######## ram_port_arb ########
$ cat src/rtl/ram_arb_pkg.sv
// Shared constants, response record and address check for the two-port SRAM arbiter.
package ram_arb_pkg;

  localparam int PORT_IFU = 0;
  localparam int PORT_LSU = 1;

  localparam int ARB_DW = 32;
  localparam int ARB_AW = 32;

  typedef struct packed {
    logic              valid;
    logic              err;
    logic [ARB_DW-1:0] rdata;
  } rsp_t;

  // Misaligned byte address, or word index beyond the SRAM depth.
  function automatic logic addr_err(input logic [ARB_AW-1:0] addr, input logic [ARB_AW-1:0] depth);
    return (addr[1:0] != 2'b00) || ({2'b00, addr[ARB_AW-1:2]} >= depth);
  endfunction

endpackage

$ cat src/rtl/ram_rsp_hold.sv
// Per-port response state: busy flag, fresh-read flag, error flag and read-data hold register.
module ram_rsp_hold
  import ram_arb_pkg::*;
(
  input  logic              clk,
  input  logic              rst,
  input  logic              grant,
  input  logic              rd_ok,
  input  logic              err,
  input  logic              rsp_ready,
  input  logic [ARB_DW-1:0] ram_dout,
  output rsp_t              rsp
);

  logic              busy_q, busy_d;
  logic              fresh_q, fresh_d;
  logic              err_q, err_d;
  logic [ARB_DW-1:0] hold_q, hold_d;

  always_comb begin
    busy_d  = busy_q;
    fresh_d = 1'b0;
    err_d   = err_q;
    hold_d  = hold_q;
    if (grant) begin
      busy_d  = 1'b1;
      fresh_d = rd_ok;
      err_d   = err;
      hold_d  = '0;
    end else begin
      if (busy_q && rsp_ready) busy_d = 1'b0;
      // SRAM output is only valid for one cycle; keep it if the owner stalls.
      if (fresh_q && !rsp_ready) hold_d = ram_dout;
    end
  end

  always_ff @(posedge clk) begin
    if (rst) begin
      busy_q  <= 1'b0;
      fresh_q <= 1'b0;
      err_q   <= 1'b0;
      hold_q  <= '0;
    end else begin
      busy_q  <= busy_d;
      fresh_q <= fresh_d;
      err_q   <= err_d;
      hold_q  <= hold_d;
    end
  end

  always_comb begin
    rsp.valid = busy_q;
    rsp.err   = busy_q && err_q;
    rsp.rdata = '0;
    if (busy_q) rsp.rdata = fresh_q ? ram_dout : hold_q;
  end

endmodule

$ cat src/rtl/ram_port_arb.sv
// Shares one single-port SRAM between IFU (port 0) and LSU (port 1), one access per cycle.
// Define RAM_ARB_RR_EN for round-robin arbitration; otherwise the LSU has fixed priority.
module ram_port_arb
  import ram_arb_pkg::*;
#(
  parameter int DP  = 512,
  parameter int DW  = 32,
  parameter int MW  = 4,
  parameter int AW  = 32,
  parameter int RAW = $clog2(DP)
) (
  input  logic           clk,
  input  logic           rst,
  input  logic           req0_valid,
  output logic           req0_ready,
  input  logic [AW-1:0]  req0_addr,
  input  logic           req0_we,
  input  logic [MW-1:0]  req0_wem,
  input  logic [DW-1:0]  req0_wdata,
  output logic           rsp0_valid,
  input  logic           rsp0_ready,
  output logic [DW-1:0]  rsp0_rdata,
  output logic           rsp0_err,
  input  logic           req1_valid,
  output logic           req1_ready,
  input  logic [AW-1:0]  req1_addr,
  input  logic           req1_we,
  input  logic [MW-1:0]  req1_wem,
  input  logic [DW-1:0]  req1_wdata,
  output logic           rsp1_valid,
  input  logic           rsp1_ready,
  output logic [DW-1:0]  rsp1_rdata,
  output logic           rsp1_err,
  output logic [RAW-1:0] ram_addr,
  output logic           ram_we,
  output logic [MW-1:0]  ram_wem,
  output logic [DW-1:0]  ram_din,
  input  logic [DW-1:0]  ram_dout
);

  localparam logic [AW-1:0] DEPTH = AW'(DP);

  logic [1:0]    req_valid, req_we, rsp_rdy, elig, grant, err, rd_ok;
  logic [AW-1:0] req_addr  [2];
  logic [MW-1:0] req_wem   [2];
  logic [DW-1:0] req_wdata [2];
  rsp_t          rsp       [2];
  logic          sel;

  assign req_valid = {req1_valid, req0_valid};
  assign req_we    = {req1_we, req0_we};
  assign rsp_rdy   = {rsp1_ready, rsp0_ready};
  assign req_addr[PORT_IFU]  = req0_addr;
  assign req_addr[PORT_LSU]  = req1_addr;
  assign req_wem[PORT_IFU]   = req0_wem;
  assign req_wem[PORT_LSU]   = req1_wem;
  assign req_wdata[PORT_IFU] = req0_wdata;
  assign req_wdata[PORT_LSU] = req1_wdata;

  for (genvar gi = 0; gi < 2; gi++) begin : g_port
    assign err[gi]   = addr_err(req_addr[gi], DEPTH);
    // A port may reissue in the same cycle its previous response is consumed.
    assign elig[gi]  = !rst && req_valid[gi] && (!rsp[gi].valid || rsp_rdy[gi]);
    assign rd_ok[gi] = grant[gi] && !req_we[gi] && !err[gi];

    ram_rsp_hold u_hold (
      .clk       (clk),
      .rst       (rst),
      .grant     (grant[gi]),
      .rd_ok     (rd_ok[gi]),
      .err       (err[gi]),
      .rsp_ready (rsp_rdy[gi]),
      .ram_dout  (ram_dout),
      .rsp       (rsp[gi])
    );
  end

`ifdef RAM_ARB_RR_EN
  // last_q remembers the winner of the most recent tie; reset to 1 so port 0 wins first.
  logic last_q, last_d;

  always_comb begin
    grant  = elig;
    last_d = last_q;
    if (elig == 2'b11) begin
      grant  = last_q ? 2'b01 : 2'b10;
      last_d = ~last_q;
    end
  end

  always_ff @(posedge clk) begin
    if (rst) last_q <= 1'b1;
    else     last_q <= last_d;
  end
`else
  always_comb begin
    grant = elig;
    if (elig == 2'b11) grant = 2'b10;
  end
`endif

  always_comb begin
    sel      = grant[PORT_LSU];
    ram_addr = '0;
    ram_we   = 1'b0;
    ram_wem  = '0;
    ram_din  = '0;
    if (|grant) begin
      ram_addr = req_addr[sel][RAW+1:2];
      if (req_we[sel] && !err[sel]) begin
        ram_we  = 1'b1;
        ram_wem = req_wem[sel];
        ram_din = req_wdata[sel];
      end
    end
  end

  assign req0_ready = grant[PORT_IFU];
  assign req1_ready = grant[PORT_LSU];
  assign rsp0_valid = rsp[PORT_IFU].valid;
  assign rsp0_err   = rsp[PORT_IFU].err;
  assign rsp0_rdata = rsp[PORT_IFU].rdata;
  assign rsp1_valid = rsp[PORT_LSU].valid;
  assign rsp1_err   = rsp[PORT_LSU].err;
  assign rsp1_rdata = rsp[PORT_LSU].rdata;

endmodule

$ cat config.mk
export PLATFORM = sky130hd
export DESIGN_NAME = ram_port_arb
export DESIGN_NICKNAME = d
export VERILOG_FILES = /design/src/rtl/ram_arb_pkg.sv /design/src/rtl/ram_rsp_hold.sv /design/src/rtl/ram_port_arb.sv
export SDC_FILE = /design/constraint.sdc
export NUM_CORES = 1
export LEC_CHECK = 0
export CORE_MARGIN = 2
export CORE_UTILIZATION = 36
export DETAILED_ROUTE_END_ITERATION = 8
export GPL_ROUTABILITY_DRIVEN = 0
export PLACE_DENSITY = 0.82
export SLEW_MARGIN = 15
export SYNTH_ARGS = -nofsm -noshare
export SYNTH_HDL_FRONTEND = slang
export SYNTH_SLANG_ARGS = --single-unit
$ cat constraint.sdc
create_clock -name clk -period 4.2 [get_ports clk]
set_input_delay 1.26 -clock clk [delete_from_list [all_inputs] [get_ports clk]]
set_output_delay 1.26 -clock clk [all_outputs]
set_load 0.01 [all_outputs]
==> ram_port_arb/met1.png <==
Scale: 3 px per um.
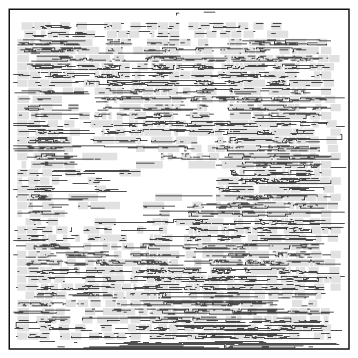
share of all routed wire: 37%
main direction: horizontal
wire length on this layer: 7440 um
nets with wire on the layer: 903
GR Util met1: 34.1%
routed wire length: 19900 um
total vias in the final route: 5266

==> ram_port_arb/met2.png <==
Scale: 4 px per um.
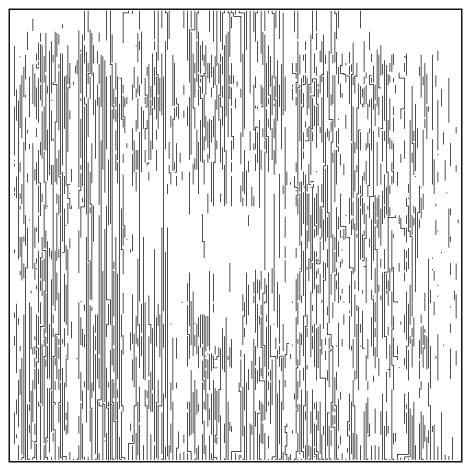
share of all routed wire: 53%
wire length on this layer: 10500 um
nets with wire on the layer: 889
longest straight run: 76.2 um
main direction: vertical
met2 Resource Use GR: 54.5%

==> impl_metrics.tcl <==
# yosys + openroad results
set metrics [dict create \
    outcome "finished, final reports clean" \
    well_tap_count 143 \
    skew_ps 4.92 \
    register_area_um2 1400 \
    synth_flops 70 \
    hp-class "flop to flop" \
    cts_resized 247 \
    path_buffers 6 \
    fin_cells 991 \
    critPathKind "primary input to output port" \
    clock_latency_ps 330 \
    yosys_cells 528 \
    reg2reg_slack_ps 2180 \
    grt_max_degree 39 \
    slowest_stage "nor4_4" \
    synthToLayoutAreaGrowth_pct 88.0 \
    synth_area_leader_cell "dfxtp_1" \
    fin_crit_sh_pct 98.9 \
    p_total_mw 1.71 \
    wl_met2_um 10500 \
    num_rows 39 \
    yosysWarningCount 0 \
    post_dp_cell_area_um2 7520 \
    maxPowerGroup "the clock network" \
    crit_path_end_kind "output port" \
    clk-power_mw 0.755 \
    net-switching-power_mw 0.410 \
    fp_util_pct 37.1 \
    placed_cells 955 \
    fin_util_pct 69.8 \
    pin_count 292 \
    path_clk_slew_ps 50 \
    crit_top_cell "buf_12" \
    combinationalPowerShare_pct 16.8 \
    drt_first_pass_iters 5 \
    cts.htree.levels 3 \
    clkCellAreaFrac_pct 3.73 \
    die_width_um 113 \
    ys_seq_share_pct 32.9 \
    period_needed_ps 4160 \
    cp_data_arrival_time_ps 2900 \
]
==> ram_port_arb/met3.png <==
Scale: 2 px per um.
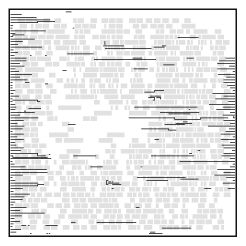
longest straight run: 31.3 um
nets with wire on the layer: 171
GRT met3 Usage: 6.16%

==> cell families after synthesis <==
logic type	synth area share (%)
mux	15.0
flops	32.9
buf+inv	5.70
simple gates	26.8
compound gates	19.6
==> synthesized netlist by cell type, types with 3 or more instances <==
library cell	count
a21oi_1	67
a22o_1	9
a32o_1	7
a32o_2	29
buf_1	6
buf_2	8
buf_6	5
clkbuf_1	26
dfxtp_1	70
inv_1	4
mux2i_1	64
nand2_1	133
nand2b_1	3
nor2b_1	67
nor3_1	4
nor4_1	9

######## rand_range_sampler ########
==> config.mk <==
export PLATFORM = sky130hd
export DESIGN_NAME = rand_range_sampler
export DESIGN_NICKNAME = d
export VERILOG_FILES = /design/src/rtl/rand_range_sampler.sv
export SDC_FILE = /design/constraint.sdc
export NUM_CORES = 1
export LEC_CHECK = 0
export ABC_CLOCK_PERIOD_IN_PS = 2050
export CORE_MARGIN = 1
export CORE_UTILIZATION = 50
export CTS_CLUSTER_SIZE = 20
export DETAILED_ROUTE_END_ITERATION = 12
export DONT_BUFFER_PORTS = 1
export PLACE_DENSITY = 0.73
export SETUP_SLACK_MARGIN = 0.02
export SKIP_LAST_GASP = 1
export SLEW_MARGIN = 20
export SYNTH_ARGS = -nofsm -noshare
export SYNTH_HDL_FRONTEND = slang
export SYNTH_SLANG_ARGS = --single-unit
export TNS_END_PERCENT = 10
==> constraint.sdc <==
create_clock -name clk -period 2.05 [get_ports clk]
set_input_delay 0.41 -clock clk [delete_from_list [all_inputs] [get_ports clk]]
set_output_delay 0.41 -clock clk [all_outputs]
set_load 0.05 [all_outputs]
==> src/rtl/rand_range_sampler.sv <==
// -----------------------------------------------------------------------------
// rand_range_sampler
//
// Rejection sampler placed after a small pseudorandom generator. Each valid raw
// sample is tested against the inclusive range [MIN_VAL, MAX_VAL]. In-range
// samples are queued in a DEPTH-entry FIFO and offered downstream over a
// valid/ready handshake. Out-of-range samples are counted as rejects. In-range
// samples that find the FIFO full (and not popping) are counted as drops.
//
// Optional feature: define RAND_SAMPLER_STUCK_EN to build a run-length
// detector that raises the sticky `stuck` flag after STUCK_LEN consecutive
// identical valid samples. Without the macro, `stuck` is tied to 0.
//
// Ports
//   clk         single clock, rising edge
//   rst         asynchronous active-low reset
//   rand_in     raw sample from the generator
//   rand_valid  rand_in is fresh this cycle
//   dout        FIFO head value
//   dout_valid  FIFO not empty
//   dout_ready  consumer accepts dout this cycle
//   level       FIFO occupancy, 0..DEPTH
//   reject_cnt  saturating count of out-of-range samples
//   drop_cnt    saturating count of in-range samples lost to a full FIFO
//   stuck       sticky stuck-generator flag
// -----------------------------------------------------------------------------
module rand_range_sampler #(
  parameter int DATA_W    = 4,
  parameter int MIN_VAL   = 1,
  parameter int MAX_VAL   = 6,
  parameter int DEPTH     = 4,
  parameter int STUCK_LEN = 8
) (
  input  logic                     clk,
  input  logic                     rst,
  input  logic [DATA_W-1:0]        rand_in,
  input  logic                     rand_valid,
  output logic [DATA_W-1:0]        dout,
  output logic                     dout_valid,
  input  logic                     dout_ready,
  output logic [$clog2(DEPTH):0]   level,
  output logic [7:0]               reject_cnt,
  output logic [7:0]               drop_cnt,
  output logic                     stuck
);

  localparam int PTR_W = $clog2(DEPTH);
  localparam int LVL_W = PTR_W + 1;

  localparam logic [DATA_W-1:0] LO_VAL   = DATA_W'(MIN_VAL);
  localparam logic [DATA_W-1:0] HI_VAL   = DATA_W'(MAX_VAL);
  localparam logic [LVL_W-1:0]  FULL_LVL = LVL_W'(DEPTH);

  logic [DATA_W-1:0] mem [DEPTH];
  logic [PTR_W-1:0]  wr_ptr;
  logic [PTR_W-1:0]  rd_ptr;

  logic in_range;
  logic candidate;
  logic pop;
  logic push;
  logic drop;
  logic reject;

  // NOTE: every signal assigned in always_comb gets a default first, so no
  // path through the block can leave it unassigned and infer a latch.
  always_comb begin
    in_range  = 1'b0;
    candidate = 1'b0;
    reject    = 1'b0;
    if (rand_valid) begin
      in_range  = (rand_in >= LO_VAL) && (rand_in <= HI_VAL);
      candidate = in_range;
      reject    = !in_range;
    end
  end

  // A full FIFO still accepts when the head leaves in the same cycle.
  assign pop        = dout_valid && dout_ready;
  assign push       = candidate && ((level != FULL_LVL) || pop);
  assign drop       = candidate && !push;

  // Both outputs derive from registers only: no path from rand_in or
  // dout_ready reaches them combinationally.
  assign dout_valid = (level != '0);
  assign dout       = mem[rd_ptr];

  // NOTE: the storage array is reset along with the pointers so that dout,
  // which always shows the entry at the read pointer, reads 0 out of reset.
  // NOTE: sequential state uses non-blocking assignments so every register
  // samples the pre-edge values regardless of statement order.
  always_ff @(posedge clk or negedge rst) begin
    if (!rst) begin
      for (int i = 0; i < DEPTH; i++) mem[i] <= '0;
      wr_ptr <= '0;
      rd_ptr <= '0;
      level  <= '0;
    end else begin
      if (push) begin
        mem[wr_ptr] <= rand_in;
        wr_ptr      <= wr_ptr + 1'b1;  // wraps modulo DEPTH
      end
      if (pop) rd_ptr <= rd_ptr + 1'b1;
      case ({push, pop})
        2'b10:   level <= level + 1'b1;
        2'b01:   level <= level - 1'b1;
        default: level <= level;
      endcase
    end
  end

  always_ff @(posedge clk or negedge rst) begin
    if (!rst) begin
      reject_cnt <= '0;
      drop_cnt   <= '0;
    end else begin
      if (reject && (reject_cnt != 8'hFF)) reject_cnt <= reject_cnt + 8'd1;
      if (drop && (drop_cnt != 8'hFF))     drop_cnt   <= drop_cnt + 8'd1;
    end
  end

`ifdef RAND_SAMPLER_STUCK_EN
  logic [DATA_W-1:0] prev_sample;
  logic [7:0]        run_len;
  logic [7:0]        run_next;

  // run_len == 0 only before the first valid sample after reset, so the
  // reset value of prev_sample is never mistaken for a real previous sample.
  always_comb begin
    run_next = 8'd1;
    if ((run_len != 8'd0) && (rand_in == prev_sample))
      run_next = (run_len == 8'hFF) ? run_len : run_len + 8'd1;
  end

  always_ff @(posedge clk or negedge rst) begin
    if (!rst) begin
      prev_sample <= '0;
      run_len     <= '0;
      stuck       <= 1'b0;
    end else if (rand_valid) begin
      prev_sample <= rand_in;
      run_len     <= run_next;
      if (run_next >= 8'(STUCK_LEN)) stuck <= 1'b1;
    end
  end
`else
  logic [7:0] unused_stuck_len;
  assign unused_stuck_len = 8'(STUCK_LEN);
  assign stuck            = 1'b0;
`endif

endmodule

==> rand_range_sampler/met1.png <==
Scale: 6 px per um.
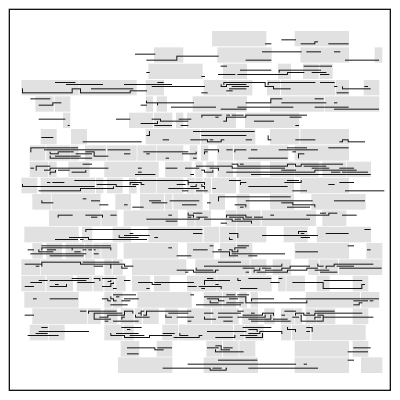
longest straight run: 19.8 um
main direction: horizontal
wire length on this layer: 1470 um
share of all routed wire: 42%
nets with wire on the layer: 185
GR Util met1: 25.0%
routed wire length: 3530 um

==> rand_range_sampler/met2.png <==
Scale: 8 px per um.
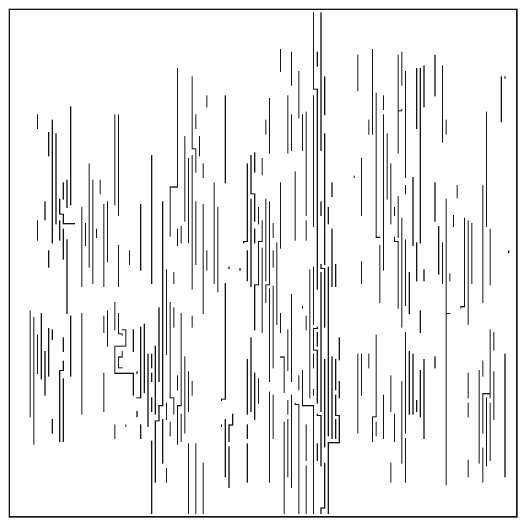
main direction: vertical
wire length on this layer: 1840 um
longest straight run: 35.7 um
total vias in the final route: 1263
met2 Resource Use GR: 32.7%

==> rand_range_sampler/met3.png <==
Scale: 4 px per um.
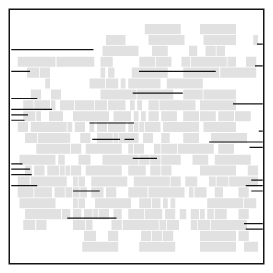
longest straight run: 20.2 um
nets with wire on the layer: 25
GRT met3 Usage: 5.80%

==> impl_metrics.tcl <==
# yosys + openroad results
set metrics [dict create \
    num_antenna_cells 0 \
    nonClkBufAreaFrac_pct 11.7 \
    critPathLaunch "level[0]$_DFFE_PN0P_" \
    nNonClkBuffers 34 \
    outcome "finished, final reports clean" \
    cts_setup_buffers 0 \
    fa_ha_area_share_pct 5.73 \
    pwr_density_cell_nw_per_um2 1520 \
    ys_types 35 \
    hold_depth 1 \
    fp_util_pct 54.1 \
    mostFrequentLayoutCells "dfrtp_1, buf_4, mux2_2" \
    largest_reg_flops 16 \
    critPathMaxFanout 4 \
    hold_end "mem[1]$_DFFE_PN0P_" \
    cts_resized 0 \
    fin_crit_sh_pct 95.5 \
    timing.final.ws_setup_ps 91.7 \
    gp_congestion 0.820 \
    crit_end "level[2]$_DFFE_PN0P_" \
    wl_per_cell_um 15.0 \
    grt.busiest_layer "met2" \
    ys_seq_share_pct 52.0 \
    ys_sh_xor_pct 8.40 \
    drive_gt1_share_pct 37.9 \
    skew_ps 2.27 \
    drt_first_pass_iters 4 \
    fmax_ghz 0.511 \
    top_cell_area_share_pct 52.0 \
    slowest_stage "dfrtp_2" \
    slew_headroom_pct 66.7 \
    cts_made_buffers 5 \
    grt_pass1_vias 1322 \
    min_from "rand_in[1]" \
    seq_share_pct 42.4 \
    hp-class "primary input to flop" \
    top_register "mem" \
    dominant-cell-class "flip-flops and latches" \
    drv_slew 0 \
    p_seq_share_pct 36.6 \
    critPathLaunchType "flop" \
    synth.logic.top_family "multiplexers" \
    n_all_inverters 7 \
    ff2ff_path_depth 8 \
    path_clk_slew_ps 70 \
    wl_met2_um 1840 \
    die_area_um2 4000 \
    finalSetupViolations 0 \
    core_um2 3470 \
    crit_chain "or3_4, and2_2, ha_4, inv_2, fa_2, xor2_1, nor2_1, xor2_1" \
]
Yosys cell counts (all sizes together), types with 2 or more instances:
| library cell | instances |
|---|---|
| nor4 | 4 |
| xor2 | 13 |
| xnor2 | 5 |
| and3 | 2 |
| ha | 7 |
| a31oi | 2 |
| nor3 | 5 |
| mux2 | 15 |
| or4b | 2 |
| mux4 | 4 |
| buf | 2 |
| or3 | 2 |
| inv | 7 |
| dfrtp | 39 |
| nor2b | 4 |
| nand2 | 9 |
| nand3 | 8 |
| nor2 | 8 |

######## mux_pipe_flat ########
==> mux_pipe_flat/met1.png <==
Scale: 4 px per um.
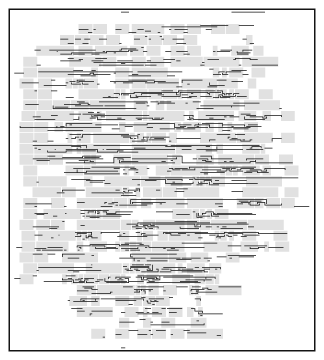
==> mux_pipe_flat/met2.png <==
Scale: 6 px per um.
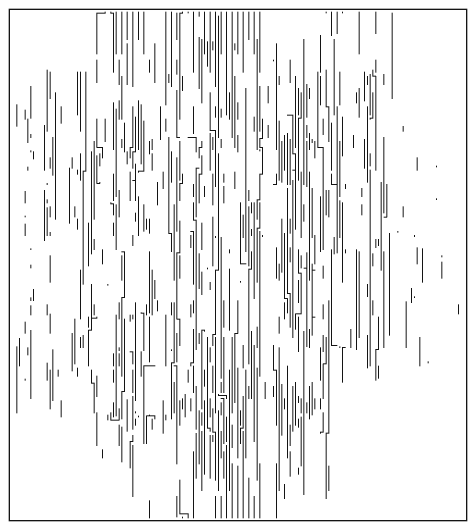
File: config.mk
export PLATFORM = sky130hd
export DESIGN_NAME = mux_pipe_flat
export DESIGN_NICKNAME = d
export VERILOG_FILES = /design/src/rtl/mux_pipe_pkg.sv /design/src/rtl/mux_pipe_if.sv /design/src/rtl/mux_nto1.sv /design/src/rtl/mux_pipe.sv /design/src/flat_wrapper.sv
export SDC_FILE = /design/constraint.sdc
export NUM_CORES = 1
export LEC_CHECK = 0
export CORE_AREA = 2 2 74 83
export CTS_CLUSTER_DIAMETER = 30
export DETAILED_ROUTE_END_ITERATION = 10
export DIE_AREA = 0 0 76 85
export PLACE_DENSITY = 0.77
export SLEW_MARGIN = 0
export SYNTH_ARGS = -nofsm -noshare
export SYNTH_HDL_FRONTEND = slang
export SYNTH_HIERARCHICAL = 1
export SYNTH_SLANG_ARGS = --single-unit
File: constraint.sdc
create_clock -name Clk -period 2.1 [get_ports Clk]
set_input_delay 0.42 -clock Clk [delete_from_list [all_inputs] [get_ports Clk]]
set_output_delay 0.42 -clock Clk [all_outputs]
set_load 0.05 [all_outputs]
File: src/rtl/mux_pipe_pkg.sv
// Shared types and the N:1 word-select helper for the write-back mux pipeline.
// The helper works on a maximum-sized bus; callers zero-pad their operands into it.
package mux_pipe_pkg;

    localparam int unsigned MAX_N_IN  = 16;
    localparam int unsigned MAX_WIDTH = 64;
    localparam int unsigned MAX_SEL_W = 4;

    typedef enum logic [1:0] {
        EMPTY = 2'd0,
        ONE   = 2'd1,
        FULL  = 2'd2
    } state_t;

    typedef logic [MAX_N_IN*MAX_WIDTH-1:0] wide_bus_t;

    typedef struct packed {
        logic                 err;
        logic [MAX_WIDTH-1:0] word;
    } sel_res_t;

    // Out-of-range selects return a zero word with err set.
    function automatic sel_res_t sel_word(input wide_bus_t            data,
                                          input logic [MAX_SEL_W-1:0] sel,
                                          input logic [MAX_SEL_W:0]   n_in);
        sel_res_t res;
        res.err  = ({1'b0, sel} >= n_in);
        res.word = res.err ? '0 : data[sel*MAX_WIDTH +: MAX_WIDTH];
        return res;
    endfunction

endpackage

File: src/rtl/mux_pipe_if.sv
// Upstream/downstream handshake bundle of the write-back mux pipeline.
interface mux_pipe_if #(
    parameter int unsigned WIDTH = 16,
    parameter int unsigned N_IN  = 4
);
    localparam int unsigned SEL_W = (N_IN > 1) ? $clog2(N_IN) : 1;

    logic                  flush;
    logic [N_IN*WIDTH-1:0] in_data;
    logic [SEL_W-1:0]      in_sel;
    logic                  in_valid;
    logic                  in_ready;
    logic [WIDTH-1:0]      out_data;
    logic                  out_sel_err;
    logic                  out_valid;
    logic                  out_ready;

    modport master (
        output flush, in_data, in_sel, in_valid, out_ready,
        input  in_ready, out_data, out_sel_err, out_valid
    );

    modport slave (
        input  flush, in_data, in_sel, in_valid, out_ready,
        output in_ready, out_data, out_sel_err, out_valid
    );

endinterface

File: src/rtl/mux_nto1.sv
// Combinational N:1 word select with range check; WIDTH up to 64, N_IN up to 16.
module mux_nto1
    import mux_pipe_pkg::*;
#(
    parameter  int unsigned WIDTH = 16,
    parameter  int unsigned N_IN  = 4,
    localparam int unsigned SEL_W = (N_IN > 1) ? $clog2(N_IN) : 1
) (
    input  logic [N_IN*WIDTH-1:0] data,
    input  logic [SEL_W-1:0]      sel,
    output logic [WIDTH-1:0]      word_c,
    output logic                  err_c
);

    wide_bus_t padded;
    sel_res_t  res;

    // Re-stride the operands onto the helper's fixed word pitch.
    always_comb begin
        padded = '0;
        for (int k = 0; k < int'(N_IN); k++) begin
            padded[k*MAX_WIDTH +: MAX_WIDTH] = MAX_WIDTH'(data[k*WIDTH +: WIDTH]);
        end
    end

    assign res    = sel_word(padded, MAX_SEL_W'(sel), (MAX_SEL_W+1)'(N_IN));
    assign err_c  = res.err;
    assign word_c = WIDTH'(res.word);

endmodule

File: src/rtl/mux_pipe.sv
// Registered N:1 write-back select with a one-word skid so in_ready is a flop.
// Output register plus skid register give full throughput under valid/ready.
module mux_pipe
    import mux_pipe_pkg::*;
#(
    parameter int unsigned WIDTH = 16,
    parameter int unsigned N_IN  = 4
) (
    input  logic       Clk,
    input  logic       Reset_n,
    mux_pipe_if.slave  bus
);

    logic [WIDTH-1:0] word_c;
    logic             err_c;

    state_t           state_q,     state_d;
    logic [WIDTH-1:0] out_data_q,  out_data_d;
    logic             out_err_q,   out_err_d;
    logic [WIDTH-1:0] skid_data_q, skid_data_d;
    logic             skid_err_q,  skid_err_d;
    logic             out_valid_q, out_valid_d;
    logic             in_ready_q,  in_ready_d;

    logic             accept_c;
    logic             emit_c;

    mux_nto1 #(
        .WIDTH (WIDTH),
        .N_IN  (N_IN)
    ) u_sel (
        .data   (bus.in_data),
        .sel    (bus.in_sel),
        .word_c (word_c),
        .err_c  (err_c)
    );

    assign accept_c = bus.in_valid & in_ready_q;
    assign emit_c   = out_valid_q & bus.out_ready;

    // Next-state and next-output values; flush overrides every transfer.
    always_comb begin
        state_d     = state_q;
        out_data_d  = out_data_q;
        out_err_d   = out_err_q;
        skid_data_d = skid_data_q;
        skid_err_d  = skid_err_q;
        out_valid_d = out_valid_q;
        in_ready_d  = in_ready_q;

        if (bus.flush) begin
            state_d     = EMPTY;
            out_data_d  = '0;
            out_err_d   = 1'b0;
            skid_data_d = '0;
            skid_err_d  = 1'b0;
            out_valid_d = 1'b0;
            in_ready_d  = 1'b1;
        end else begin
            unique case (state_q)
                EMPTY: begin
                    if (accept_c) begin
                        state_d     = ONE;
                        out_data_d  = word_c;
                        out_err_d   = err_c;
                        out_valid_d = 1'b1;
                    end
                end
                ONE: begin
                    if (accept_c && emit_c) begin
                        out_data_d = word_c;
                        out_err_d  = err_c;
                    end else if (accept_c) begin
                        state_d     = FULL;
                        skid_data_d = word_c;
                        skid_err_d  = err_c;
                        in_ready_d  = 1'b0;
                    end else if (emit_c) begin
                        state_d     = EMPTY;
                        out_valid_d = 1'b0;
                    end
                end
                FULL: begin
                    if (emit_c) begin
                        state_d    = ONE;
                        out_data_d = skid_data_q;
                        out_err_d  = skid_err_q;
                        in_ready_d = 1'b1;
                    end
                end
                default: begin
                    state_d     = EMPTY;
                    out_valid_d = 1'b0;
                    in_ready_d  = 1'b1;
                end
            endcase
        end
    end

    always_ff @(posedge Clk or negedge Reset_n) begin
        if (!Reset_n) begin
            state_q     <= EMPTY;
            out_data_q  <= '0;
            out_err_q   <= 1'b0;
            skid_data_q <= '0;
            skid_err_q  <= 1'b0;
            out_valid_q <= 1'b0;
            in_ready_q  <= 1'b1;
        end else begin
            state_q     <= state_d;
            out_data_q  <= out_data_d;
            out_err_q   <= out_err_d;
            skid_data_q <= skid_data_d;
            skid_err_q  <= skid_err_d;
            out_valid_q <= out_valid_d;
            in_ready_q  <= in_ready_d;
        end
    end

    assign bus.out_data    = out_data_q;
    assign bus.out_sel_err = out_err_q;
    assign bus.out_valid   = out_valid_q;
    assign bus.in_ready    = in_ready_q;

endmodule

File: src/flat_wrapper.sv
// flat-port wrapper written by rule: the top's interface ports become plain ports
module mux_pipe_flat import mux_pipe_pkg::*;
#(
    parameter int unsigned WIDTH = 16,
    parameter int unsigned N_IN  = 4
)
  (Clk, Reset_n, bus_flush, bus_in_data, bus_in_sel, bus_in_valid, bus_out_ready, bus_in_ready, bus_out_data, bus_out_sel_err, bus_out_valid);
  mux_pipe_if #(.WIDTH(WIDTH), .N_IN(N_IN)) bus_i ();
  input  logic Clk;
  input  logic Reset_n;
  input wire logic [$bits(bus_i.flush)-1:0] bus_flush;
  input wire logic [$bits(bus_i.in_data)-1:0] bus_in_data;
  input wire logic [$bits(bus_i.in_sel)-1:0] bus_in_sel;
  input wire logic [$bits(bus_i.in_valid)-1:0] bus_in_valid;
  input wire logic [$bits(bus_i.out_ready)-1:0] bus_out_ready;
  output wire logic [$bits(bus_i.in_ready)-1:0] bus_in_ready;
  output wire logic [$bits(bus_i.out_data)-1:0] bus_out_data;
  output wire logic [$bits(bus_i.out_sel_err)-1:0] bus_out_sel_err;
  output wire logic [$bits(bus_i.out_valid)-1:0] bus_out_valid;
  assign bus_i.flush = bus_flush;
  assign bus_i.in_data = bus_in_data;
  assign bus_i.in_sel = bus_in_sel;
  assign bus_i.in_valid = bus_in_valid;
  assign bus_i.out_ready = bus_out_ready;
  assign bus_in_ready = bus_i.in_ready;
  assign bus_out_data = bus_i.out_data;
  assign bus_out_sel_err = bus_i.out_sel_err;
  assign bus_out_valid = bus_i.out_valid;
  mux_pipe #(.WIDTH(WIDTH), .N_IN(N_IN)) u_core (.Clk(Clk), .Reset_n(Reset_n), .bus(bus_i));
endmodule
==> impl_metrics.tcl <==
# yosys + openroad results
set metrics [dict create \
    fp_util_pct 43.6 \
    antenna_found_initial 0 \
    p_clk_share_pct 16.9 \
    route.detailed.drc 0 \
    fin_cells 379 \
    ant_nets 0 \
    outcome "finished, final reports clean" \
    synthCells 213 \
    register_area_um2 952 \
    timing.rr.start "u_core/state_q[0]$_DFFE_PN0P_" \
    leakagePower_nw 1.39 \
    ys_seq_share_pct 38.8 \
    vdd_drop_max_mv 0.654 \
    pre_cts_slack_ps -14.9 \
    overflow 0 \
    synth_flops 38 \
    hp-class "primary input to asynchronous set/reset pin" \
    yosysMostFrequentCell "nand2_1" \
    grt_max_degree 39 \
    final_layout_top_logic_cell "clkdlybuf4s50_1" \
    fin_area_um2 3550 \
    p_seq_share_pct 25.3 \
    synth_area_per_cell_um2 11.5 \
    p_total_mw 4.48 \
    async_reset_ff_share_pct 100 \
    clock_latency_ps 300 \
    final.setup.tns_ps 0 \
    seq_share_pct 26.8 \
    finalSetupViolations 0 \
    period_needed_ps 2010 \
    core_um2 5620 \
    die_width_um 76 \
    drt_first_pass_iters 4 \
    ys_types 37 \
    final_nets 376 \
    die_area_um2 6460 \
    p_comb_mw 2.59 \
    fin_crit_sh_pct 95.7 \
    fmax_ghz 0.497 \
    yosys_cells 213 \
    cts_hold_buf 0 \
    path_buffers 1 \
    port_buffers 89 \
    crit_path_end_kind "output port" \
    top_layer "met4" \
    cts_setup_buffers 0 \
    critPathLaunchType "flop" \
    wl_met3_um 403 \
    wl_per_cell_um 15.7 \
    ff2ff_path_depth 6 \
    crit_end "bus_out_valid" \
    nClkBuffers 5 \
    die_h_um 85 \
]
## Picture notes: mux_pipe_flat/met1.png
main direction: horizontal
wire length on this layer: 2340 um
nets with wire on the layer: 310
share of all routed wire: 39%
routed wire length: 5950 um
total vias in the final route: 2011
GR Util met1: 23.4%

## Picture notes: mux_pipe_flat/met2.png
wire length on this layer: 3100 um
share of all routed wire: 52%
main direction: vertical
nets with wire on the layer: 326
longest straight run: 32.6 um
met2 Resource Use GR: 32.7%

==> worst register-to-register path, stage by stage, from the launching register on <==
cell and delay (ps):
dfrtp_1 420, inv_1 100, ha_1 260, buf_4 190
a22o_1 220, a31oi_1 170, mux2_2 350
==> kinds of logic (layout without fill, tap and decap cells) <==
logic type | count (synthesis) | after routing | share of synthesized area (%)
other cells | 1 | 1 | 0.153
simple gates | 68 | 68 | 12.6
buf+inv | 23 | 112 | 7.40
compound gates | 45 | 45 | 16.0
fa+ha+maj | 4 | 4 | 2.04
mux | 34 | 34 | 23.0
flops | 38 | 38 | 38.8


## Gallery

Track usage over the die.
picture 1
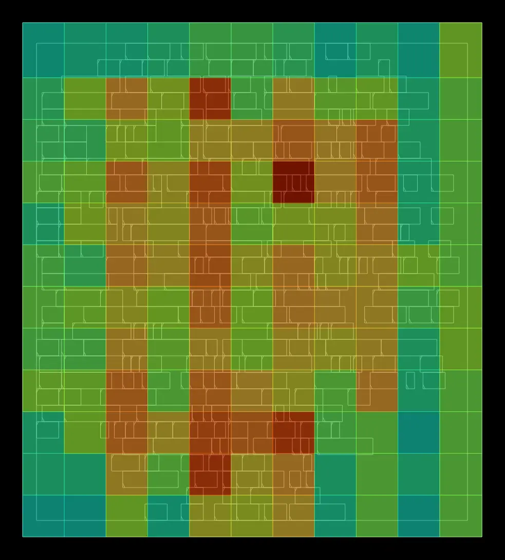
picture 2
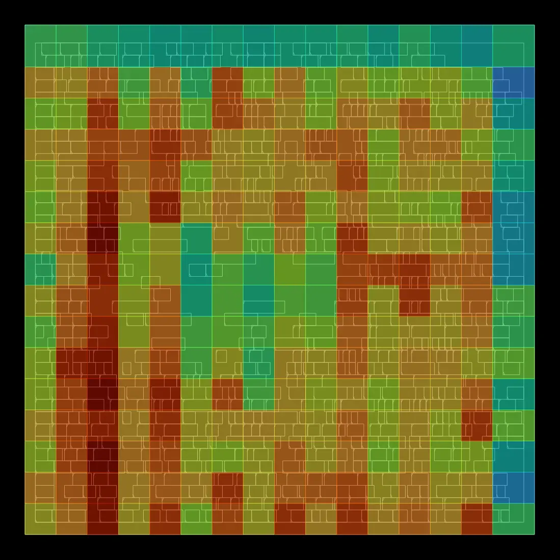
picture 3
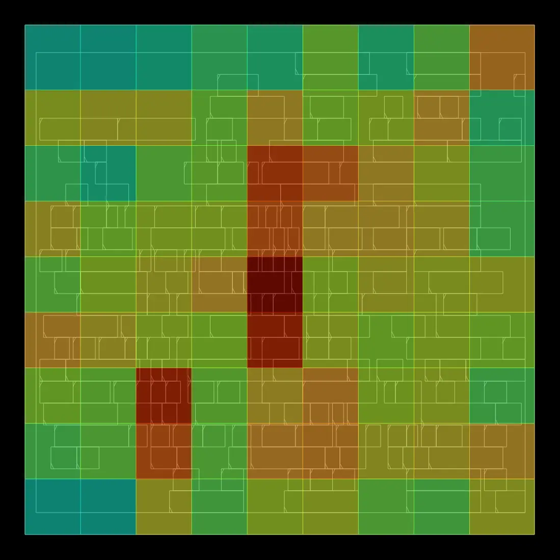
Picture 1 comes from mux_pipe_flat.
Picture 3 comes from rand_range_sampler.
Picture 2 comes from ram_port_arb.
- highest track usage: picture 2
- most wire per cell: picture 2

